=== block 1 ===
Block 1, placement by cell class:
Bar = 100 µm. Fill, decap, tap and diode cells in gray.
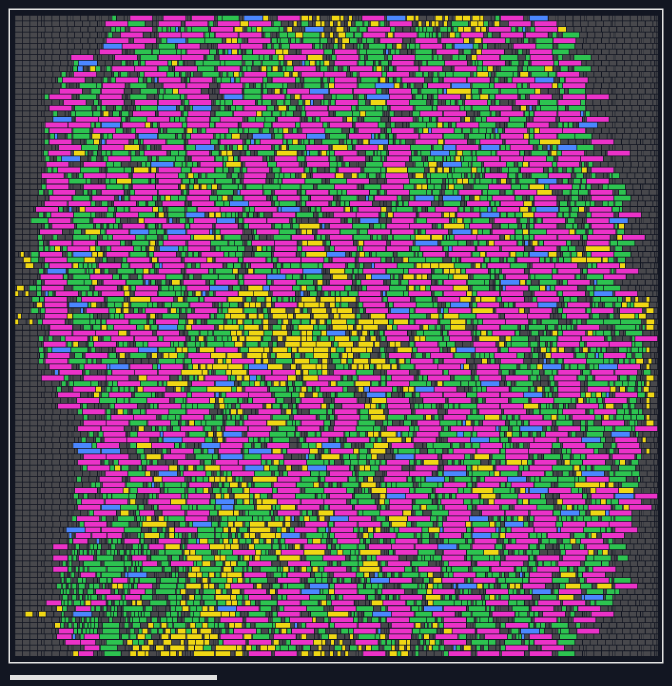

--- src/rtl/regfile_pkg.sv ---
// -----------------------------------------------------------------------------
// regfile_pkg
// Shared constants and helpers for the regfile_sb register file and its
// pending-write scoreboard.
//   XLEN_DEF   : default data width in bits
//   NREG_DEF   : default number of architectural registers
//   REG_ZERO   : hard-wired zero register address (reads 0, never busy,
//                writes and issues ignored)
//   addr_width : address width needed to index NREG registers
// -----------------------------------------------------------------------------
package regfile_pkg;

    localparam int XLEN_DEF = 32;
    localparam int NREG_DEF = 32;
    localparam int REG_ZERO = 0;

    // Address width for a register count; never narrower than one bit so a
    // degenerate configuration still yields a legal port width.
    function automatic int addr_width(input int nreg);
        if (nreg > 2) begin
            return $clog2(nreg);
        end else begin
            return 1;
        end
    endfunction

endpackage

--- src/rtl/regfile_scoreboard.sv ---
// -----------------------------------------------------------------------------
// regfile_scoreboard
// Per-register pending-write (busy) tracking for regfile_sb.
// An issue marks its destination busy; a writeback clears it. When both hit
// the same register in one cycle the issue wins, because that instruction is
// the newest producer of the register.
// Ports:
//   clk, rst    : clock, synchronous active-high reset (clears all busy bits)
//   read_addr   : NRD packed read addresses, port i at [i*AW +: AW]
//   read_busy   : per-port busy flag (combinational)
//   write_ena   : writeback strobe
//   write_addr  : writeback destination
//   issue_ena   : an instruction with a destination issued this cycle
//   issue_addr  : destination of that instruction
//   issue_waw   : issue targets a busy register that is not being cleared now
// -----------------------------------------------------------------------------
module regfile_scoreboard
    import regfile_pkg::*;
#(
    parameter int NREG   = NREG_DEF,
    parameter int NRD    = 2,
    parameter bit BYPASS = 1'b1,
    localparam int AW    = addr_width(NREG)
) (
    input  logic              clk,
    input  logic              rst,
    input  logic [NRD*AW-1:0] read_addr,
    output logic [NRD-1:0]    read_busy,
    input  logic              write_ena,
    input  logic [AW-1:0]     write_addr,
    input  logic              issue_ena,
    input  logic [AW-1:0]     issue_addr,
    output logic              issue_waw
);

    logic [NREG-1:0] r_busy;
    logic [NREG-1:0] w_busy_nxt;
    logic [AW-1:0]   w_zero;
    logic            w_wr_valid;
    logic            w_iss_valid;

    assign w_zero      = AW'(REG_ZERO);
    assign w_wr_valid  = write_ena & (write_addr != w_zero);
    assign w_iss_valid = issue_ena & (issue_addr != w_zero);

    // Next busy vector: issue set takes priority over writeback clear; the
    // zero register is forced idle.
    always_comb begin
        w_busy_nxt = '0;
        for (int k = 0; k < NREG; k++) begin
            if (k == REG_ZERO) begin
                w_busy_nxt[k] = 1'b0;
            end else if (w_iss_valid && (issue_addr == AW'(k))) begin
                w_busy_nxt[k] = 1'b1;
            end else if (w_wr_valid && (write_addr == AW'(k))) begin
                w_busy_nxt[k] = 1'b0;
            end else begin
                w_busy_nxt[k] = r_busy[k];
            end
        end
    end

    // Busy vector register with synchronous reset.
    always_ff @(posedge clk) begin
        if (rst) begin
            r_busy <= '0;
        end else begin
            r_busy <= w_busy_nxt;
        end
    end

    // Per-port busy lookup; a same-cycle writeback hides the busy bit only
    // when bypassing is enabled. Same-cycle issues never show up here.
    always_comb begin
        read_busy = '0;
        for (int p = 0; p < NRD; p++) begin
            if (read_addr[p*AW +: AW] == w_zero) begin
                read_busy[p] = 1'b0;
            end else if (BYPASS && w_wr_valid && (write_addr == read_addr[p*AW +: AW])) begin
                read_busy[p] = 1'b0;
            end else begin
                read_busy[p] = r_busy[read_addr[p*AW +: AW]];
            end
        end
    end

    // Write-after-write hazard flag; purely informational.
    always_comb begin
        if (w_iss_valid && r_busy[issue_addr] && !(write_ena && (write_addr == issue_addr))) begin
            issue_waw = 1'b1;
        end else begin
            issue_waw = 1'b0;
        end
    end

endmodule

--- src/rtl/regfile_sb.sv ---
// -----------------------------------------------------------------------------
// regfile_sb
// Multi-read-port register file with optional write-through bypass and a
// pending-write scoreboard. Decode reads operands and learns in the same
// cycle whether each operand still waits for an in-flight result.
// Parameters: XLEN data width, NREG register count (power of two),
//   NRD read ports (1..4), BYPASS (1 = writeback visible in the same cycle).
// Ports:
//   clk, rst    : clock, synchronous active-high reset (clears data and busy)
//   read_addr   : NRD packed read addresses, port i at [i*AW +: AW]
//   read_data   : NRD packed read data, port i at [i*XLEN +: XLEN]
//   read_busy   : per-port pending-write flag
//   write_ena   : writeback strobe
//   write_addr  : writeback destination
//   data_in     : writeback data
//   issue_ena   : instruction with a destination issued this cycle
//   issue_addr  : destination of the issued instruction
//   issue_waw   : issue hits a register that is busy and not being cleared
// -----------------------------------------------------------------------------
module regfile_sb
    import regfile_pkg::*;
#(
    parameter int XLEN   = XLEN_DEF,
    parameter int NREG   = NREG_DEF,
    parameter int NRD    = 2,
    parameter bit BYPASS = 1'b1,
    localparam int AW    = addr_width(NREG)
) (
    input  logic                clk,
    input  logic                rst,
    input  logic [NRD*AW-1:0]   read_addr,
    output logic [NRD*XLEN-1:0] read_data,
    output logic [NRD-1:0]      read_busy,
    input  logic                write_ena,
    input  logic [AW-1:0]       write_addr,
    input  logic [XLEN-1:0]     data_in,
    input  logic                issue_ena,
    input  logic [AW-1:0]       issue_addr,
    output logic                issue_waw
);

    logic [XLEN-1:0] r_mem [NREG];
    logic [AW-1:0]   w_zero;
    logic            w_wr_valid;

    assign w_zero     = AW'(REG_ZERO);
    assign w_wr_valid = write_ena & (write_addr != w_zero);

    // Register storage; entry 0 is never written so it holds 0 after reset,
    // and the read mux forces 0 for it regardless.
    always_ff @(posedge clk) begin
        if (rst) begin
            for (int k = 0; k < NREG; k++) begin
                r_mem[k] <= '0;
            end
        end else if (w_wr_valid) begin
            r_mem[write_addr] <= data_in;
        end
    end

    // Read muxes with optional write-through bypass.
    always_comb begin
        read_data = '0;
        for (int p = 0; p < NRD; p++) begin
            if (read_addr[p*AW +: AW] == w_zero) begin
                read_data[p*XLEN +: XLEN] = '0;
            end else if (BYPASS && w_wr_valid && (write_addr == read_addr[p*AW +: AW])) begin
                read_data[p*XLEN +: XLEN] = data_in;
            end else begin
                read_data[p*XLEN +: XLEN] = r_mem[read_addr[p*AW +: AW]];
            end
        end
    end

    regfile_scoreboard #(
        .NREG   (NREG),
        .NRD    (NRD),
        .BYPASS (BYPASS)
    ) u_scoreboard (
        .clk        (clk),
        .rst        (rst),
        .read_addr  (read_addr),
        .read_busy  (read_busy),
        .write_ena  (write_ena),
        .write_addr (write_addr),
        .issue_ena  (issue_ena),
        .issue_addr (issue_addr),
        .issue_waw  (issue_waw)
    );

endmodule

--- config.mk ---
export PLATFORM = sky130hd
export DESIGN_NAME = regfile_sb
export DESIGN_NICKNAME = d
export VERILOG_FILES = /design/src/rtl/regfile_pkg.sv /design/src/rtl/regfile_scoreboard.sv /design/src/rtl/regfile_sb.sv
export SDC_FILE = /design/constraint.sdc
export NUM_CORES = 2
export LEC_CHECK = 0
export CAP_MARGIN = 15
export CORE_MARGIN = 2
export CORE_UTILIZATION = 60
export DETAILED_ROUTE_END_ITERATION = 10
export PLACE_DENSITY = 0.77
export SLEW_MARGIN = 20
export SYNTH_ARGS = -nofsm -noshare
export SYNTH_HDL_FRONTEND = slang
export SYNTH_HIERARCHICAL = 1
export SYNTH_SLANG_ARGS = --single-unit
--- constraint.sdc ---
create_clock -name clk -period 3.5 [get_ports clk]
set_clock_uncertainty 0.05 [all_clocks]
set_input_delay 0.7 -clock clk [delete_from_list [all_inputs] [get_ports clk]]
set_output_delay 0.7 -clock clk [all_outputs]
set_load 0.01 [all_outputs]
=== block 2 ===
### config.mk
export PLATFORM = sky130hd
export DESIGN_NAME = exu_mdu_ctrl_flat
export DESIGN_NICKNAME = d
export VERILOG_FILES = /design/src/rtl/ba201_mdu_pkg.sv /design/src/rtl/exu_mdu_ctrl_if.sv /design/src/rtl/mdu_iter_step.sv /design/src/rtl/exu_mdu_ctrl.sv /design/src/flat_wrapper.sv
export SDC_FILE = /design/constraint.sdc
export NUM_CORES = 1
export LEC_CHECK = 0
export ABC_AREA = 0
export CORE_ASPECT_RATIO = 1.4
export CORE_UTILIZATION = 35
export CTS_CLUSTER_SIZE = 8
export DETAILED_ROUTE_END_ITERATION = 7
export HOLD_SLACK_MARGIN = 0.03
export PLACE_DENSITY = 0.49
export SLEW_MARGIN = 40
export SYNTH_ARGS = -nofsm -noshare
export SYNTH_HDL_FRONTEND = slang
export SYNTH_HIERARCHICAL = 1
export SYNTH_SLANG_ARGS = --single-unit
### constraint.sdc
create_clock -name clk -period 4.3 [get_ports clk]
set_input_delay 0.43 -clock clk [delete_from_list [all_inputs] [get_ports clk]]
set_output_delay 0.43 -clock clk [all_outputs]
set_load 0.02 [all_outputs]
### src/rtl/ba201_mdu_pkg.sv
// Shared definitions for the RV32M multi-cycle multiply/divide sequencer.
//   XLEN      operand/result width (only 32 is supported)
//   ITER_CNT  CALC iterations per multiply/divide
//   OP_*      funct3 encodings of the M-extension operations
//   state_t   sequencer states
//   neg32     two's-complement negation helper
package ba201_mdu_pkg;

   localparam int unsigned XLEN     = 32;
   localparam int unsigned ITER_CNT = 32;
   localparam int unsigned CNT_W    = $clog2(ITER_CNT);

   localparam logic [2:0] OP_MUL    = 3'b000;
   localparam logic [2:0] OP_MULH   = 3'b001;
   localparam logic [2:0] OP_MULHSU = 3'b010;
   localparam logic [2:0] OP_MULHU  = 3'b011;
   localparam logic [2:0] OP_DIV    = 3'b100;
   localparam logic [2:0] OP_DIVU   = 3'b101;
   localparam logic [2:0] OP_REM    = 3'b110;
   localparam logic [2:0] OP_REMU   = 3'b111;

   typedef enum logic [2:0] {
      IDLE,
      SPECIAL,
      CALC,
      FIX,
      DONE
   } state_t;

   function automatic logic [XLEN-1:0] neg32(input logic [XLEN-1:0] v);
      return ~v + XLEN'(1);
   endfunction

endpackage

### src/rtl/exu_mdu_ctrl_if.sv
// Request/response bundle between the execute stage and the MDU sequencer.
//   mdu_i_req/op/rs1_data/rs2_data/kill : requester -> MDU
//   mdu_o_ready/busy/done/result/illegal : MDU -> requester
// Modports: master (execute stage side), slave (MDU side).
interface exu_mdu_ctrl_if;
   import ba201_mdu_pkg::*;

   logic            mdu_i_req;
   logic [2:0]      mdu_i_op;
   logic [XLEN-1:0] mdu_i_rs1_data;
   logic [XLEN-1:0] mdu_i_rs2_data;
   logic            mdu_i_kill;
   logic            mdu_o_ready;
   logic            mdu_o_busy;
   logic            mdu_o_done;
   logic [XLEN-1:0] mdu_o_result;
   logic            mdu_o_illegal;

   modport master (
      output mdu_i_req, mdu_i_op, mdu_i_rs1_data, mdu_i_rs2_data, mdu_i_kill,
      input  mdu_o_ready, mdu_o_busy, mdu_o_done, mdu_o_result, mdu_o_illegal
   );

   modport slave (
      input  mdu_i_req, mdu_i_op, mdu_i_rs1_data, mdu_i_rs2_data, mdu_i_kill,
      output mdu_o_ready, mdu_o_busy, mdu_o_done, mdu_o_result, mdu_o_illegal
   );

endinterface

### src/rtl/mdu_iter_step.sv
// One combinational iteration of the shift-add multiplier / restoring divider.
//   div_mode : 0 = multiply step, 1 = divide step
//   hi, lo   : multiply: {hi,lo} partial product, lo holds unconsumed multiplier bits
//              divide:   hi = partial remainder, lo = dividend bits / quotient bits
//   m        : multiplicand (multiply) or divisor (divide)
//   hi_nxt, lo_nxt : register pair after this step
module mdu_iter_step
   import ba201_mdu_pkg::*;
(
   input  logic            div_mode,
   input  logic [XLEN-1:0] hi,
   input  logic [XLEN-1:0] lo,
   input  logic [XLEN-1:0] m,
   output logic [XLEN-1:0] hi_nxt,
   output logic [XLEN-1:0] lo_nxt
);

   logic [XLEN:0] sum;
   logic [XLEN:0] shifted;
   logic [XLEN:0] diff;

   always_comb begin
      sum     = {1'b0, hi} + (lo[0] ? {1'b0, m} : '0);
      shifted = {hi, lo[XLEN-1]};
      // Partial remainder < divisor, so the 33-bit difference never wraps;
      // its top bit is the borrow that selects restore.
      diff    = shifted - {1'b0, m};
      if (div_mode) begin
         hi_nxt = diff[XLEN] ? shifted[XLEN-1:0] : diff[XLEN-1:0];
         lo_nxt = {lo[XLEN-2:0], ~diff[XLEN]};
      end else begin
         hi_nxt = sum[XLEN:1];
         lo_nxt = {sum[0], lo[XLEN-1:1]};
      end
   end

endmodule

### src/rtl/exu_mdu_ctrl.sv
// RV32M multi-cycle multiply/divide sequencer beside the execute stage.
// Accepts an op on req & ready, stalls the core via busy, and returns a
// registered result with a one-cycle done pulse.
//   clk  : core clock
//   rst  : asynchronous active-low reset
//   mdu  : exu_mdu_ctrl_if.slave (request, operands, kill, ready/busy/done/result/illegal)
// Build option: BA201_MDU_DIV_EN enables the divider; without it divide ops
// complete through SPECIAL with result 0 and illegal set.
module exu_mdu_ctrl
   import ba201_mdu_pkg::*;
(
   input  logic          clk,
   input  logic          rst,
   exu_mdu_ctrl_if.slave mdu
);

   state_t             state_q, state_nxt;
   logic [CNT_W-1:0]   cnt_q;
   logic [2:0]         op_q;
   logic               neg_q;
   logic [XLEN-1:0]    hi_q, lo_q, m_q;
   logic [XLEN-1:0]    result_q;
   logic               done_q, busy_q, illegal_q;
`ifdef BA201_MDU_DIV_EN
   logic               neg_rem_q;
`endif

   logic               accept;
   logic [2:0]         op;
   logic               a_signed, b_signed, s1, s2, is_div, special;
   logic [XLEN-1:0]    abs1, abs2, spec_res;
   logic [XLEN-1:0]    hi_step, lo_step;
   logic               div_mode;
   logic [2*XLEN-1:0]  prod_fix;
   logic [XLEN-1:0]    fix_res;
   logic               illegal_nxt;

   assign mdu.mdu_o_ready   = (state_q == IDLE) && !mdu.mdu_i_kill;
   assign accept            = mdu.mdu_i_req && mdu.mdu_o_ready;
   assign mdu.mdu_o_busy    = busy_q;
   assign mdu.mdu_o_done    = done_q;
   assign mdu.mdu_o_result  = result_q;
   assign mdu.mdu_o_illegal = illegal_q;

   // Operand conditioning at accept: signs, magnitudes and special cases.
   always_comb begin
      op       = mdu.mdu_i_op;
      a_signed = (op == OP_MULH) || (op == OP_MULHSU) || (op == OP_DIV) || (op == OP_REM);
      b_signed = (op == OP_MULH) || (op == OP_DIV) || (op == OP_REM);
      s1       = a_signed && mdu.mdu_i_rs1_data[XLEN-1];
      s2       = b_signed && mdu.mdu_i_rs2_data[XLEN-1];
      abs1     = s1 ? neg32(mdu.mdu_i_rs1_data) : mdu.mdu_i_rs1_data;
      abs2     = s2 ? neg32(mdu.mdu_i_rs2_data) : mdu.mdu_i_rs2_data;
      is_div   = op[2];
      special  = 1'b0;
      spec_res = '0;
`ifdef BA201_MDU_DIV_EN
      if (is_div && (mdu.mdu_i_rs2_data == '0)) begin
         special  = 1'b1;
         spec_res = op[1] ? mdu.mdu_i_rs1_data : '1;
      end else if (((op == OP_DIV) || (op == OP_REM)) &&
                   (mdu.mdu_i_rs1_data == 32'h8000_0000) && (mdu.mdu_i_rs2_data == '1)) begin
         special  = 1'b1;
         spec_res = op[1] ? '0 : 32'h8000_0000;
      end
`else
      special  = is_div;
`endif
   end

`ifdef BA201_MDU_DIV_EN
   assign div_mode    = op_q[2];
   assign illegal_nxt = 1'b0;
`else
   assign div_mode    = 1'b0;
   assign illegal_nxt = (state_q == SPECIAL) && op_q[2];
`endif

   mdu_iter_step u_step (
      .div_mode (div_mode),
      .hi       (hi_q),
      .lo       (lo_q),
      .m        (m_q),
      .hi_nxt   (hi_step),
      .lo_nxt   (lo_step)
   );

   // Final sign correction; divide leaves quotient in lo, remainder in hi.
   always_comb begin
      prod_fix = neg_q ? (~{hi_q, lo_q} + 64'd1) : {hi_q, lo_q};
      fix_res  = (op_q == OP_MUL) ? prod_fix[XLEN-1:0] : prod_fix[2*XLEN-1:XLEN];
`ifdef BA201_MDU_DIV_EN
      if (op_q[2]) begin
         if (op_q[1]) fix_res = neg_rem_q ? neg32(hi_q) : hi_q;
         else         fix_res = neg_q     ? neg32(lo_q) : lo_q;
      end
`endif
   end

   always_comb begin
      state_nxt = state_q;
      case (state_q)
         IDLE:    if (accept) state_nxt = special ? SPECIAL : CALC;
         SPECIAL: state_nxt = DONE;
         CALC:    if (cnt_q == CNT_W'(ITER_CNT - 1)) state_nxt = FIX;
         FIX:     state_nxt = DONE;
         DONE:    state_nxt = IDLE;
         default: state_nxt = IDLE;
      endcase
      if (mdu.mdu_i_kill && (state_q != IDLE)) state_nxt = IDLE;
   end

   always_ff @(posedge clk or negedge rst) begin
      if (!rst) begin
         state_q   <= IDLE;
         cnt_q     <= '0;
         op_q      <= '0;
         neg_q     <= 1'b0;
         hi_q      <= '0;
         lo_q      <= '0;
         m_q       <= '0;
         result_q  <= '0;
         done_q    <= 1'b0;
         busy_q    <= 1'b0;
         illegal_q <= 1'b0;
`ifdef BA201_MDU_DIV_EN
         neg_rem_q <= 1'b0;
`endif
      end else begin
         state_q   <= state_nxt;
         busy_q    <= (state_nxt != IDLE);
         done_q    <= 1'b0;
         illegal_q <= 1'b0;
         if (accept) begin
            op_q  <= op;
            neg_q <= s1 ^ s2;
            cnt_q <= '0;
            hi_q  <= '0;
            m_q   <= is_div ? abs2 : abs1;
            // SPECIAL parks its answer in lo until the DONE transition.
            lo_q  <= special ? spec_res : (is_div ? abs1 : abs2);
`ifdef BA201_MDU_DIV_EN
            neg_rem_q <= s1;
`endif
         end else if (state_q == CALC) begin
            hi_q  <= hi_step;
            lo_q  <= lo_step;
            cnt_q <= cnt_q + CNT_W'(1);
         end
         // Result only moves on a completed op, so a kill leaves it untouched.
         if (state_nxt == DONE) begin
            done_q    <= 1'b1;
            illegal_q <= illegal_nxt;
            result_q  <= (state_q == FIX) ? fix_res : lo_q;
         end
      end
   end

endmodule

### src/flat_wrapper.sv
// flat-port wrapper written by rule: the top's interface ports become plain ports
module exu_mdu_ctrl_flat import ba201_mdu_pkg::*;
  (clk, rst, mdu_mdu_i_req, mdu_mdu_i_op, mdu_mdu_i_rs1_data, mdu_mdu_i_rs2_data, mdu_mdu_i_kill, mdu_mdu_o_ready, mdu_mdu_o_busy, mdu_mdu_o_done, mdu_mdu_o_result, mdu_mdu_o_illegal);
  exu_mdu_ctrl_if mdu_i ();
  input  logic clk;
  input  logic rst;
  input wire logic [$bits(mdu_i.mdu_i_req)-1:0] mdu_mdu_i_req;
  input wire logic [$bits(mdu_i.mdu_i_op)-1:0] mdu_mdu_i_op;
  input wire logic [$bits(mdu_i.mdu_i_rs1_data)-1:0] mdu_mdu_i_rs1_data;
  input wire logic [$bits(mdu_i.mdu_i_rs2_data)-1:0] mdu_mdu_i_rs2_data;
  input wire logic [$bits(mdu_i.mdu_i_kill)-1:0] mdu_mdu_i_kill;
  output wire logic [$bits(mdu_i.mdu_o_ready)-1:0] mdu_mdu_o_ready;
  output wire logic [$bits(mdu_i.mdu_o_busy)-1:0] mdu_mdu_o_busy;
  output wire logic [$bits(mdu_i.mdu_o_done)-1:0] mdu_mdu_o_done;
  output wire logic [$bits(mdu_i.mdu_o_result)-1:0] mdu_mdu_o_result;
  output wire logic [$bits(mdu_i.mdu_o_illegal)-1:0] mdu_mdu_o_illegal;
  assign mdu_i.mdu_i_req = mdu_mdu_i_req;
  assign mdu_i.mdu_i_op = mdu_mdu_i_op;
  assign mdu_i.mdu_i_rs1_data = mdu_mdu_i_rs1_data;
  assign mdu_i.mdu_i_rs2_data = mdu_mdu_i_rs2_data;
  assign mdu_i.mdu_i_kill = mdu_mdu_i_kill;
  assign mdu_mdu_o_ready = mdu_i.mdu_o_ready;
  assign mdu_mdu_o_busy = mdu_i.mdu_o_busy;
  assign mdu_mdu_o_done = mdu_i.mdu_o_done;
  assign mdu_mdu_o_result = mdu_i.mdu_o_result;
  assign mdu_mdu_o_illegal = mdu_i.mdu_o_illegal;
  exu_mdu_ctrl u_core (.clk(clk), .rst(rst), .mdu(mdu_i));
endmodule
=== block 3 ===
$ cat src/rtl/mac_vec.sv
// -----------------------------------------------------------------------------
// mac_vec -- handshaked vector multiply-accumulate (signed dot product)
//
// Accepts a programmable number of signed (a, b) beats, accumulates the full
// 2*DATA_W products into a wrapping ACC_W accumulator, then requantises the
// sum (arithmetic shift right by SHIFT, then narrow to OUT_W bits) and offers
// it on a valid/ready result port. Sits between the weight/activation
// streamers and the neuron activation stage.
//
// Optional feature macro: MAC_SAT_EN
//   defined   : narrowing saturates to [-2^(OUT_W-1), 2^(OUT_W-1)-1]
//   undefined : narrowing keeps the low OUT_W bits (two's-complement wrap)
//   The internal accumulator always wraps, whichever way the macro is set.
//
// Ports
//   clk          in   1      clock, rising edge
//   reset        in   1      asynchronous active-high reset
//   start        in   1      begin a new dot product (honoured only in IDLE)
//   len          in   LEN_W  number of beats, unsigned, sampled on start
//   clear        in   1      synchronous abort back to IDLE (top priority)
//   in_valid     in   1      a/b beat valid
//   in_ready     out  1      block accepts a beat (registered)
//   a, b         in   DATA_W signed operands
//   out_valid    out  1      result valid (registered)
//   out_ready    in   1      consumer accepts result
//   out          out  OUT_W  signed requantised result (registered)
//   busy         out  1      state != IDLE (registered)
//   o_dbg_state  out  2      FSM state: 0 IDLE, 1 ACCUM, 2 OUTPUT
//   o_dbg_acc    out  ACC_W  accumulator contents
//   o_dbg_count  out  LEN_W  beats accepted so far in this vector
//
// Handshake semantics (both ports): a transfer happens on a rising clock edge
// where valid and ready are both 1. A producer holding valid keeps its data
// stable until that edge; ready may be asserted independently of valid, and
// valid never depends combinationally on ready.
// -----------------------------------------------------------------------------
module mac_vec #(
  parameter int DATA_W = 8,
  parameter int ACC_W  = 24,
  parameter int OUT_W  = 8,
  parameter int SHIFT  = 0,
  parameter int LEN_W  = 8
) (
  input  logic                     clk,
  input  logic                     reset,
  input  logic                     start,
  input  logic [LEN_W-1:0]         len,
  input  logic                     clear,
  input  logic                     in_valid,
  output logic                     in_ready,
  input  logic signed [DATA_W-1:0] a,
  input  logic signed [DATA_W-1:0] b,
  output logic                     out_valid,
  input  logic                     out_ready,
  output logic signed [OUT_W-1:0]  out,
  output logic                     busy,
  output logic [1:0]               o_dbg_state,
  output logic [ACC_W-1:0]         o_dbg_acc,
  output logic [LEN_W-1:0]         o_dbg_count
);

  typedef enum logic [1:0] {
    ST_IDLE   = 2'd0,
    ST_ACCUM  = 2'd1,
    ST_OUTPUT = 2'd2
  } state_t;

  // ---------------------------------------------------------------------------
  // State registers
  // ---------------------------------------------------------------------------
  state_t                    r_state;
  logic [LEN_W-1:0]          r_len;
  logic [LEN_W-1:0]          r_count;
  logic signed [ACC_W-1:0]   r_acc;
  logic [OUT_W-1:0]          r_out;
  logic                      r_out_valid;
  logic                      r_in_ready;
  logic                      r_busy;

  // ---------------------------------------------------------------------------
  // Datapath
  // ---------------------------------------------------------------------------
  logic signed [2*DATA_W-1:0] w_prod;
  logic signed [ACC_W-1:0]    w_prod_ext;
  logic signed [ACC_W-1:0]    w_acc_next;
  logic signed [ACC_W-1:0]    w_shifted;
  logic [OUT_W-1:0]           w_narrow;
  logic                       w_beat;
  logic                       w_last;

  // Both operands are signed, so the product is the exact signed value.
  assign w_prod     = a * b;
  // Assigning a signed value to a wider signed net sign-extends it.
  assign w_prod_ext = w_prod;
  // Modulo-2^ACC_W wrap comes for free from the fixed accumulator width.
  assign w_acc_next = r_acc + w_prod_ext;
  assign w_shifted  = w_acc_next >>> SHIFT;

  // r_in_ready is only ever set while in ACCUM, so it qualifies the beat alone.
  assign w_beat = in_valid & r_in_ready;
  assign w_last = ((r_count + LEN_W'(1)) == r_len);

`ifdef MAC_SAT_EN
  // The shifted sum fits in OUT_W bits exactly when every bit from the OUT_W
  // sign position upward agrees; otherwise clamp toward the sign of the sum.
  logic [ACC_W-OUT_W:0] w_top;
  logic                 w_fits;

  assign w_top  = w_shifted[ACC_W-1:OUT_W-1];
  assign w_fits = (&w_top) | ~(|w_top);

  always_comb begin
    w_narrow = w_shifted[OUT_W-1:0];
    if (!w_fits) begin
      if (w_shifted[ACC_W-1]) begin
        w_narrow = {1'b1, {(OUT_W-1){1'b0}}};
      end else begin
        w_narrow = {1'b0, {(OUT_W-1){1'b1}}};
      end
    end
  end
`else
  // Plain two's-complement wrap: keep the low OUT_W bits of the shifted sum.
  assign w_narrow = OUT_W'(w_shifted);
`endif

  // ---------------------------------------------------------------------------
  // Control FSM, all outputs registered
  // ---------------------------------------------------------------------------
  always_ff @(posedge clk or posedge reset) begin
    if (reset) begin
      r_state     <= ST_IDLE;
      r_len       <= '0;
      r_count     <= '0;
      r_acc       <= '0;
      r_out       <= '0;
      r_out_valid <= 1'b0;
      r_in_ready  <= 1'b0;
      r_busy      <= 1'b0;
    end else if (clear) begin
      // Abort wins over start, a beat or a result handshake in the same cycle.
      // The last result stays visible on out.
      r_state     <= ST_IDLE;
      r_count     <= '0;
      r_acc       <= '0;
      r_out_valid <= 1'b0;
      r_in_ready  <= 1'b0;
      r_busy      <= 1'b0;
    end else begin
      case (r_state)
        ST_IDLE: begin
          if (start) begin
            r_len   <= len;
            r_count <= '0;
            r_acc   <= '0;
            r_busy  <= 1'b1;
            if (len == '0) begin
              // Empty vector: the dot product is zero, present it at once.
              r_state     <= ST_OUTPUT;
              r_out       <= '0;
              r_out_valid <= 1'b1;
            end else begin
              r_state    <= ST_ACCUM;
              r_in_ready <= 1'b1;
            end
          end
        end

        ST_ACCUM: begin
          if (w_beat) begin
            r_acc   <= w_acc_next;
            r_count <= r_count + LEN_W'(1);
            if (w_last) begin
              // Requantise from the sum that already includes this beat so
              // the result appears one cycle after the final beat.
              r_state     <= ST_OUTPUT;
              r_in_ready  <= 1'b0;
              r_out       <= w_narrow;
              r_out_valid <= 1'b1;
            end
          end
        end

        ST_OUTPUT: begin
          // Result held stable until taken; start is ignored here, so a new
          // vector always needs at least one cycle back in IDLE.
          if (out_ready) begin
            r_state     <= ST_IDLE;
            r_out_valid <= 1'b0;
            r_busy      <= 1'b0;
          end
        end

        default: begin
          r_state     <= ST_IDLE;
          r_out_valid <= 1'b0;
          r_in_ready  <= 1'b0;
          r_busy      <= 1'b0;
        end
      endcase
    end
  end

  // ---------------------------------------------------------------------------
  // Outputs
  // ---------------------------------------------------------------------------
  assign in_ready    = r_in_ready;
  assign out_valid   = r_out_valid;
  assign out         = r_out;
  assign busy        = r_busy;
  assign o_dbg_state = r_state;
  assign o_dbg_acc   = r_acc;
  assign o_dbg_count = r_count;

endmodule

$ cat config.mk
export PLATFORM = sky130hd
export DESIGN_NAME = mac_vec
export DESIGN_NICKNAME = d
export VERILOG_FILES = /design/src/rtl/mac_vec.sv
export SDC_FILE = /design/constraint.sdc
export NUM_CORES = 1
export LEC_CHECK = 0
export ABC_AREA = 0
export CAP_MARGIN = 20
export CORE_ASPECT_RATIO = 1.5
export CORE_UTILIZATION = 44
export CTS_BUF_LIST = sky130_fd_sc_hd__clkbuf_4 sky130_fd_sc_hd__clkbuf_8 sky130_fd_sc_hd__clkbuf_16
export DETAILED_ROUTE_END_ITERATION = 12
export PLACE_DENSITY = 0.66
export SYNTH_ARGS = -nofsm -noshare
export SYNTH_HDL_FRONTEND = slang
export SYNTH_SLANG_ARGS = --single-unit
$ cat constraint.sdc
create_clock -name clk -period 14.8 [get_ports clk]
set_input_delay 3.7 -clock clk [delete_from_list [all_inputs] [get_ports clk]]
set_output_delay 3.7 -clock clk [all_outputs]
set_load 0.02 [all_outputs]
=== block 4 ===
`config.mk`:
```
export PLATFORM = sky130hd
export DESIGN_NAME = window_buffer_kxk
export DESIGN_NICKNAME = d
export VERILOG_FILES = /design/src/rtl/window_buffer_kxk.sv
export SDC_FILE = /design/constraint.sdc
export NUM_CORES = 1
export LEC_CHECK = 0
export CORE_UTILIZATION = 50
export DETAILED_ROUTE_END_ITERATION = 12
export DONT_BUFFER_PORTS = 1
export GPL_TIMING_DRIVEN = 0
export PLACE_DENSITY = 0.69
export SYNTH_ARGS = -nofsm -noshare
export SYNTH_HDL_FRONTEND = slang
export SYNTH_SLANG_ARGS = --single-unit
```
`constraint.sdc`:
```
create_clock -name clk -period 6.5 [get_ports clk]
set_input_delay 0.975 -clock clk [delete_from_list [all_inputs] [get_ports clk]]
set_output_delay 0.975 -clock clk [all_outputs]
set_load 0.02 [all_outputs]
```
`src/rtl/window_buffer_kxk.sv`:
```
// window_buffer_kxk: parametrised KxK sliding window, one input column per accepted strobe.
// Rev 1.0
`default_nettype none

module window_buffer_kxk #(
  parameter int K      = 3,
  parameter int DATA_W = 8,
  parameter int COLS   = 11,
  parameter int ROWS   = 11
) (
  input  logic                             clk,
  input  logic                             rst,
  input  logic                             done_i,
  input  logic [K*DATA_W-1:0]              col_i,
  output logic [K*K*DATA_W-1:0]            window_o,
  output logic                             done_o,
  output logic [$clog2(ROWS)-1:0]          ctr_row_o,
  output logic [$clog2(COLS)-1:0]          ctr_col_o,
  output logic                             progress_done_o
);

  localparam int ROW_W = $clog2(ROWS);
  localparam int COL_W = $clog2(COLS);
  localparam int HALF  = (K - 1) / 2;
  localparam int ROW_BITS = K * DATA_W;

  localparam logic [COL_W-1:0] COL_LAST     = COL_W'(COLS - 1);
  localparam logic [COL_W-1:0] COL_FILL_END = COL_W'(K - 2);
  localparam logic [ROW_W-1:0] ROW_LAST     = ROW_W'(ROWS - K);
  localparam logic [ROW_W-1:0] CTR_OFF_R    = ROW_W'(HALF);
  localparam logic [COL_W-1:0] CTR_OFF_C    = COL_W'(HALF);
  localparam logic [COL_W-1:0] COL_ONE      = COL_W'(1);
  localparam logic [ROW_W-1:0] ROW_ONE      = ROW_W'(1);

  typedef enum logic [0:0] {
    FILL   = 1'b0,
    STREAM = 1'b1
  } state_t;

  state_t             state;
  state_t             state_nxt;
  logic [COL_W-1:0]   col_cnt;
  logic [COL_W-1:0]   col_cnt_nxt;
  logic [ROW_W-1:0]   row_cnt;
  logic [ROW_W-1:0]   row_cnt_nxt;
  logic               col_wrap;
  logic               row_wrap;
  logic               win_valid;
  logic               frame_end;

  always_comb begin
    col_wrap  = (col_cnt == COL_LAST);
    row_wrap  = (row_cnt == ROW_LAST);
    // STREAM is held exactly while col_cnt >= K-1, so it doubles as the window-valid qualifier
    win_valid = done_i && (state == STREAM);
    frame_end = win_valid && col_wrap && row_wrap;
  end

  always_comb begin
    state_nxt   = state;
    col_cnt_nxt = col_cnt;
    row_cnt_nxt = row_cnt;
    if (done_i) begin
      col_cnt_nxt = col_wrap ? '0 : (col_cnt + COL_ONE);
      if (col_wrap) begin
        row_cnt_nxt = row_wrap ? '0 : (row_cnt + ROW_ONE);
      end
      case (state)
        FILL: begin
          if (col_cnt == COL_FILL_END) begin
            state_nxt = STREAM;
          end
        end
        STREAM: begin
          if (col_wrap) begin
            state_nxt = FILL;
          end
        end
        default: state_nxt = FILL;
      endcase
    end
  end

  always_ff @(posedge clk or posedge rst) begin
    if (rst) begin
      state   <= FILL;
      col_cnt <= '0;
      row_cnt <= '0;
    end else begin
      state   <= state_nxt;
      col_cnt <= col_cnt_nxt;
      row_cnt <= row_cnt_nxt;
    end
  end

  // Each window row shifts toward element 0 (lower bits); the new lane enters at element K-1.
  always_ff @(posedge clk or posedge rst) begin
    if (rst) begin
      window_o <= '0;
    end else if (done_i) begin
      for (int r = 0; r < K; r++) begin
        window_o[r*ROW_BITS +: ROW_BITS] <=
          {col_i[r*DATA_W +: DATA_W], window_o[r*ROW_BITS + DATA_W +: (K-1)*DATA_W]};
      end
    end
  end

  always_ff @(posedge clk or posedge rst) begin
    if (rst) begin
      done_o          <= 1'b0;
      progress_done_o <= 1'b0;
      ctr_row_o       <= '0;
      ctr_col_o       <= '0;
    end else begin
      done_o          <= win_valid;
      progress_done_o <= frame_end;
      if (win_valid) begin
        ctr_row_o <= row_cnt + CTR_OFF_R;
        ctr_col_o <= col_cnt - CTR_OFF_C;
      end
    end
  end

endmodule

`default_nettype wire

```
Block 4, floorplan with the power grid:
Pins as bars on the die edge. Tap cells in gray.
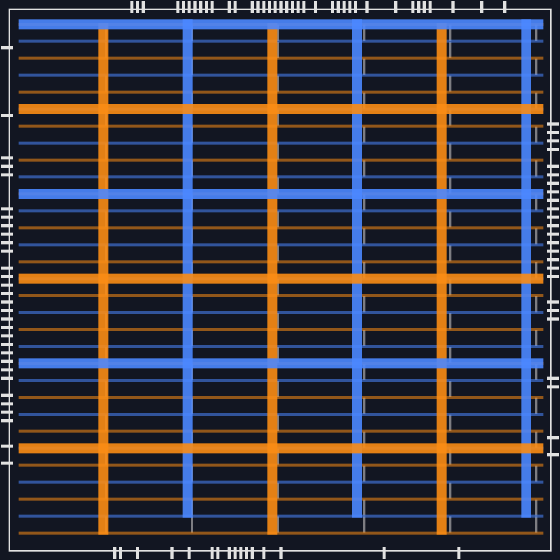
- orange: VSS
- blue: VDD
- met1 rails: 31
- rows: 30
- met5 straps: 6
DIE WIDTH: 86.6 µm
Core Region: 0.00687 mm²

==> ci_impl_report.md, block 4 <==
## Implementation flow summary

| Metric | Value |
|---|---|
| Sequential Area | `~0.0023 mm²` |
| Largest type area fraction | `between 60% and 70%` |
| Sw Ratio | `34.7%` |
| H-tree depth | `3` |
| Crit path kind | `reg2out` |
| Die area | `about 0.0075 mm²` |
| Finished Layout Cells | `around 360` |
| Fraction of area in registers | `between 50% and 60%` |
| Switching Power | `0.000528 W` |
| Flop+latch power | `around 0.0009 W` |
| Final net count | `around 290` |
| Worst Reg2Reg Path Length in Cells | `5` |
| Hold buffer count at cts | `0` |
| Highest Clock Rate | `546 MHz` |
| Top cell excl fill/tap | `dfrtp_1` |
| First-pass GRT wire length | `roughly 9500 µm` |
| Num CTS Buffers | `9` |
| Yosys simple share | `3.49%` |
| CTS tree | `yes` |
| Run status | `completed` |
| EDFF count, synth | `0` |
| CP endpoint | `window_o[10]` |
| Wire length per cell | `~17 µm` |
| Vias in the first global route | `1951` |
| Avg Inst Size Synth | `~15 µm²` |
| Syn_nets | `275` |
| Post-cts repair resize count | `0` |
| Top cells excl fill/tap | `91 x dfrtp_1, 74 x mux2_2, 14 x nand2_1` |
Block 2, clock distribution:
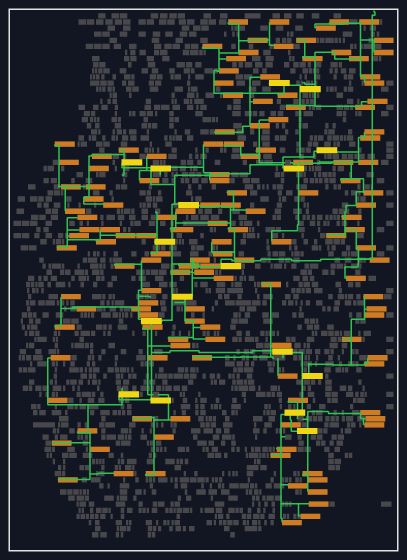
- yellow: clock drivers (count 17)
- orange: flip-flops (count 143)
- green: clock wires (length 2440 µm)
- routed clock nets: 18

Block 2, cell outlines without signal wires:
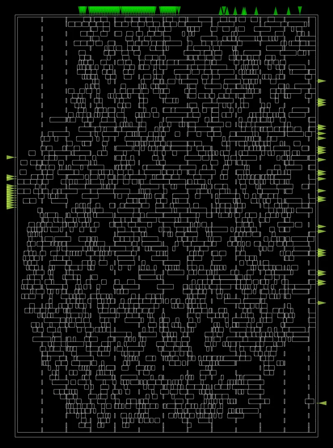
site row count: 87
TAP cells: 534
flop count: 143
Fillers: 4142
Core Region: 0.0402 mm²

==> ci_impl_report.md, block 2 <==
## Implementation flow summary

| Metric | Value |
|---|---|
| Yosys synthesis chip area | `between 0.01 and 0.015 mm²` |
| Hold buffer count at cts | `0` |
| Gate power share | `about three fifths` |
| Final Critical Period | `3.74 ns` |
| Cell area power density | `approximately 610 mW/mm²` |
| Detailed Route Iter0 Violations | `between 1k and 1.5k` |
| IO Count | `107` |
| Top cell type by total area after synthesis | `dfrtp_1` |
| Run status | `completed` |
| Num CTS Buffers | `17` |
| Pint | `a little over 0.005 W` |
| P_clk | `0.00158 W` |
| #FFs+latches synth | `roughly 140` |
| Top logic family | `AND-OR/OR-AND gates` |
| Worst r2r src | `u_core/lo_q[0]` |
| FF-to-FF End | `u_core/hi_q[31]` |
| Proportion of layout cells with a drive suffix above 1 | `8.80%` |
| Slew HR | `around two fifths` |
| Top Consumer | `combinational logic` |
Block 3, placement by cell class:
Bar = 20 µm. Fill, decap, tap and diode cells in gray.
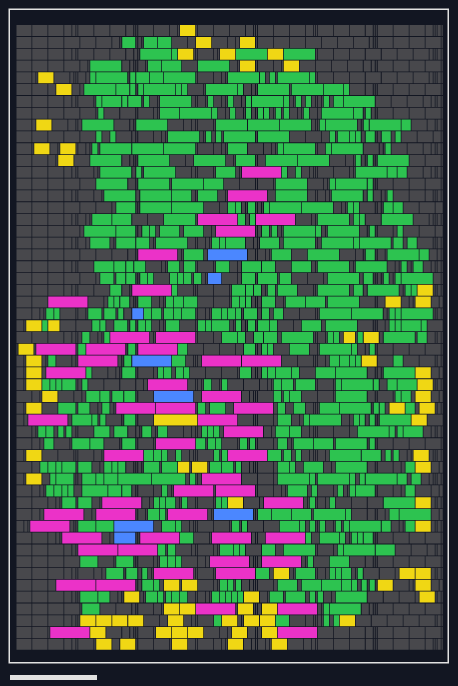
- blue: clock drivers and dummy loads (cells 8; share of their area 2.1%)
- magenta: flops (cells 53; share of their area 18%)
- yellow: other buffers and delay cells (cells 78; share of their area 11%)
- green: combinational and other logic (cells 576; share of their area 69%)
fraction of area in registers: 17.5%
site row count: 53
Core Region: 0.0142 mm²
Design Area, Final: 0.00757 mm²

==> ci_impl_report.md, block 3 <==
## Implementation flow summary

| Metric | Value |
|---|---|
| Bufs w/o clock | `around 78` |
| Run status | `completed` |
| Gate power share | `75.8%` |
| WP buf/inv | `4` |
| H-tree depth | `2` |
| Hold path start | `out[6]` |
| Ys Warns | `0` |
| Latency at later pin | `roughly 0.3 ns` |
| Logic Gate Count | `472` |
| Initial antenna violation count | `0` |
| FF-to-FF End | `o_dbg_acc[20]` |
| N_diodes | `0` |
| Highest Clock Rate | `roughly 110 MHz` |
| CLK BUF | `6` |
| Die area | `about 0.015 mm²` |
| Buffering overhead | `between 10% and 20%` |
| Flop+latch power | `around 0.00018 W` |
| Final net count | `roughly 900` |
| Max-slew violations | `0` |
| Gpl congestion | `0.810` |
| Post-layout utilization of the core | `a little over half` |
| Final WS setup | `between 5 and 6 ns` |
| IO Count | `75` |
| First-pass GRT wire length | `25600 µm` |
| Top Consumer | `combinational logic` |
| Distinct lib cells | `approximately 55` |
| Sequential Area | `0.00133 mm²` |
| RSZ-0062 raised after global routing | `false` |
| Crit path top cell by count | `fa_1` |
| Async set or reset register ratio after synthesis | `100%` |
| Gr busiest metal | `met2` |
| Detailed Route Iter0 Violations | `between 150 and 200` |
| Startpoint types | `input pin` |
| Complex Gates by Area | `a little over a tenth` |
| Max-cap violations | `0` |
| Top cells by area | `fa_1 32%, dfrtp_1 21%, ha_1 11%` |
| CP endpoint | `o_dbg_acc[20]` |
| Highest Signal Layer | `met4` |
| Yosys cell count | `about 640` |
| Fp util | `a little under half` |
| Combinational power | `approximately 0.00096 W` |
| Top FF cell, synth | `dfrtp_1` |
| Skew final | `slightly above 0.007 ns` |
| Adder Share, Synth | `between 40% and 50%` |
Block 1, cell outlines without signal wires:
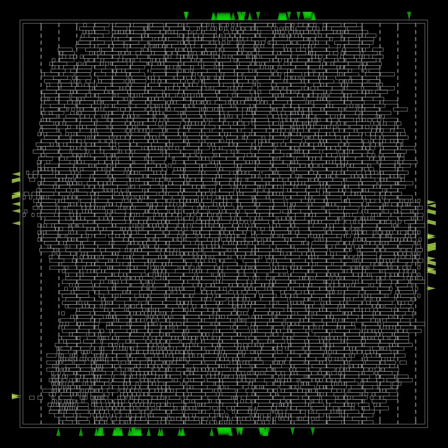
site row count: 114
fraction of area in registers: 44.1%
Finished Layout Cells: 6088
Fillers: 5778

Block 1, clock distribution:
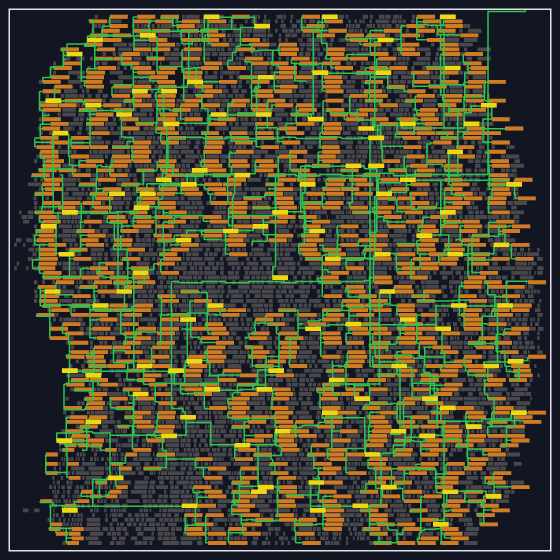
- green: clock wires (length 12400 µm)
- yellow: clock drivers (count 110)
- orange: flip-flops (count 1055)
- routed clock nets: 111
clock share of power: 36.4%
P_clk: 0.0116 W
Latency at later pin: 0.70 ns

## Picture notes: 'placement by cell class' of block 1
- yellow: other buffers and delay cells (cells 823; share of their area 13%)
- green: combinational and other logic (cells 2721; share of their area 37%)
- magenta: flops (cells 1055; share of their area 45%)
- blue: clock drivers and dummy loads (cells 205; share of their area 5.0%)
Design Area, Final: 0.0712 mm²
post-layout utilization of the core: 73.8%
Core Region: 0.0964 mm²

==> ci_impl_report.md, block 1 <==
## Implementation flow summary

| Metric | Value |
|---|---|
| Die area | `a little under 0.1 mm²` |
| Top logic family | `multiplexers` |
| Buffering overhead | `between 10% and 20%` |
| Multiplexer share | `between 20% and 30%` |
| Critical Path RT | `between 2 and 3 ns` |
| Proportion of layout cells with a drive suffix above 1 | `~33%` |
| # DRC | `0` |
| Synth-to-Final Area Change | `22.4%` |
| Comb area | `about 0.026 mm²` |
| Post-synth top cells | `1024 x edfxtp_1, 967 x and2_1, 369 x mux4_2` |
| Pint | `~0.023 W` |
| Top cell category | `sequential cells` |
| Switching Power | `around 0.0083 W` |
| Met1 WL | `slightly below 70000 µm` |
| Worst path slowest cell | `mux4_2` |
| Top cell family by delay on the critical path | `buffers and inverters` |
| Slew HR | `between 40% and 50%` |
| Crit path kind | `in2out` |
| Top-count cell post-synth | `edfxtp_1` |
| Ys Warns | `6` |
| CP endpoint | `read_data[43]` |
| Setup tns final | `-1.31 ns` |
| R2r setup slk | `roughly 2.7 ns` |
| Top reg by flops | `r_mem` |
| Top Consumer | `registers` |
| Run status | `finished with violations` |
| Top cells excl fill/tap | `1024 x edfxtp_1, 966 x and2_1, 484 x buf_4` |
| Hold path cells | `2` |
| # port buffers | `approximately 120` |
| WP depth | `12` |
| WP buf/inv | `7` |
| Synth Seq Share | `a little over half` |
| Final net count | `roughly 4.8k` |
| Failing checks | `setup timing` |
| Critical-path maximum fanout | `7` |
| EDFF count, synth | `slightly above 1k` |
| VDD IR max | `roughly 410 µV` |
| Global route overflow | `0` |
| Final WS setup | `-0.159 ns` |
| Type of the worst min-delay path | `reg2reg` |
| Flop+latch power | `0.0149 W` |
| Worst Reg2Reg Path Length in Cells | `2` |
| Final setup fails | `21` |
| Hold path start | `u_scoreboard/r_busy[26]` |
| Met3 usage | `17.3%` |
| Gate power share | `~17%` |
| Num CTS Buffers | `~110` |


==> layout pictures side by side <==
Floorplan with the power grid.
Pins as bars on the die edge. Tap cells in gray.
image #1
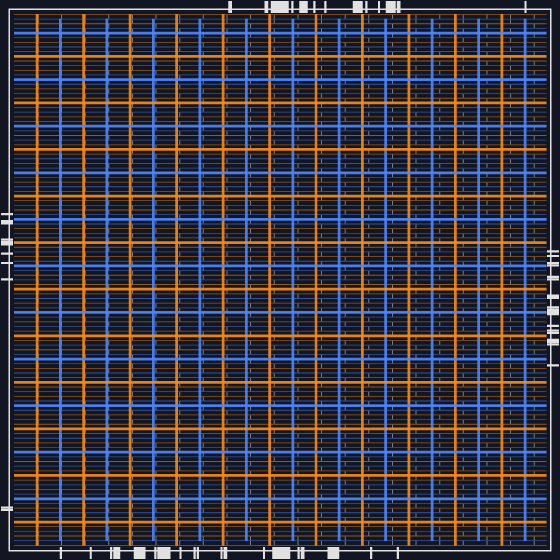
image #2
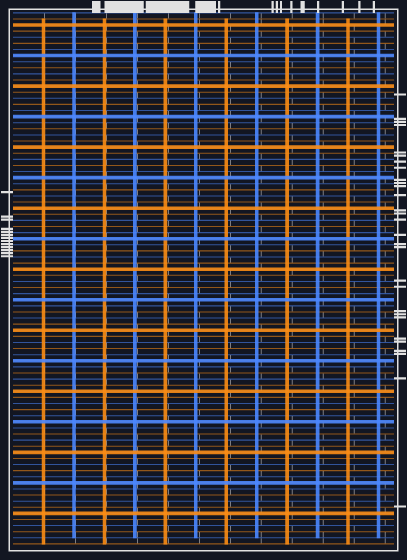
image #3
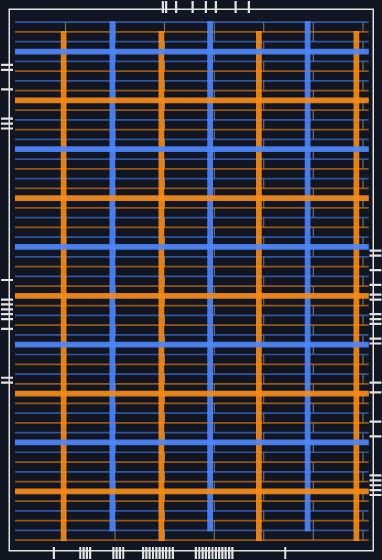
image #1: block 1
image #3: block 3
image #2: block 2
- smallest die: image #3
- largest die: image #1

Power figures rest on the tool's default switching activity, not on a simulated workload.
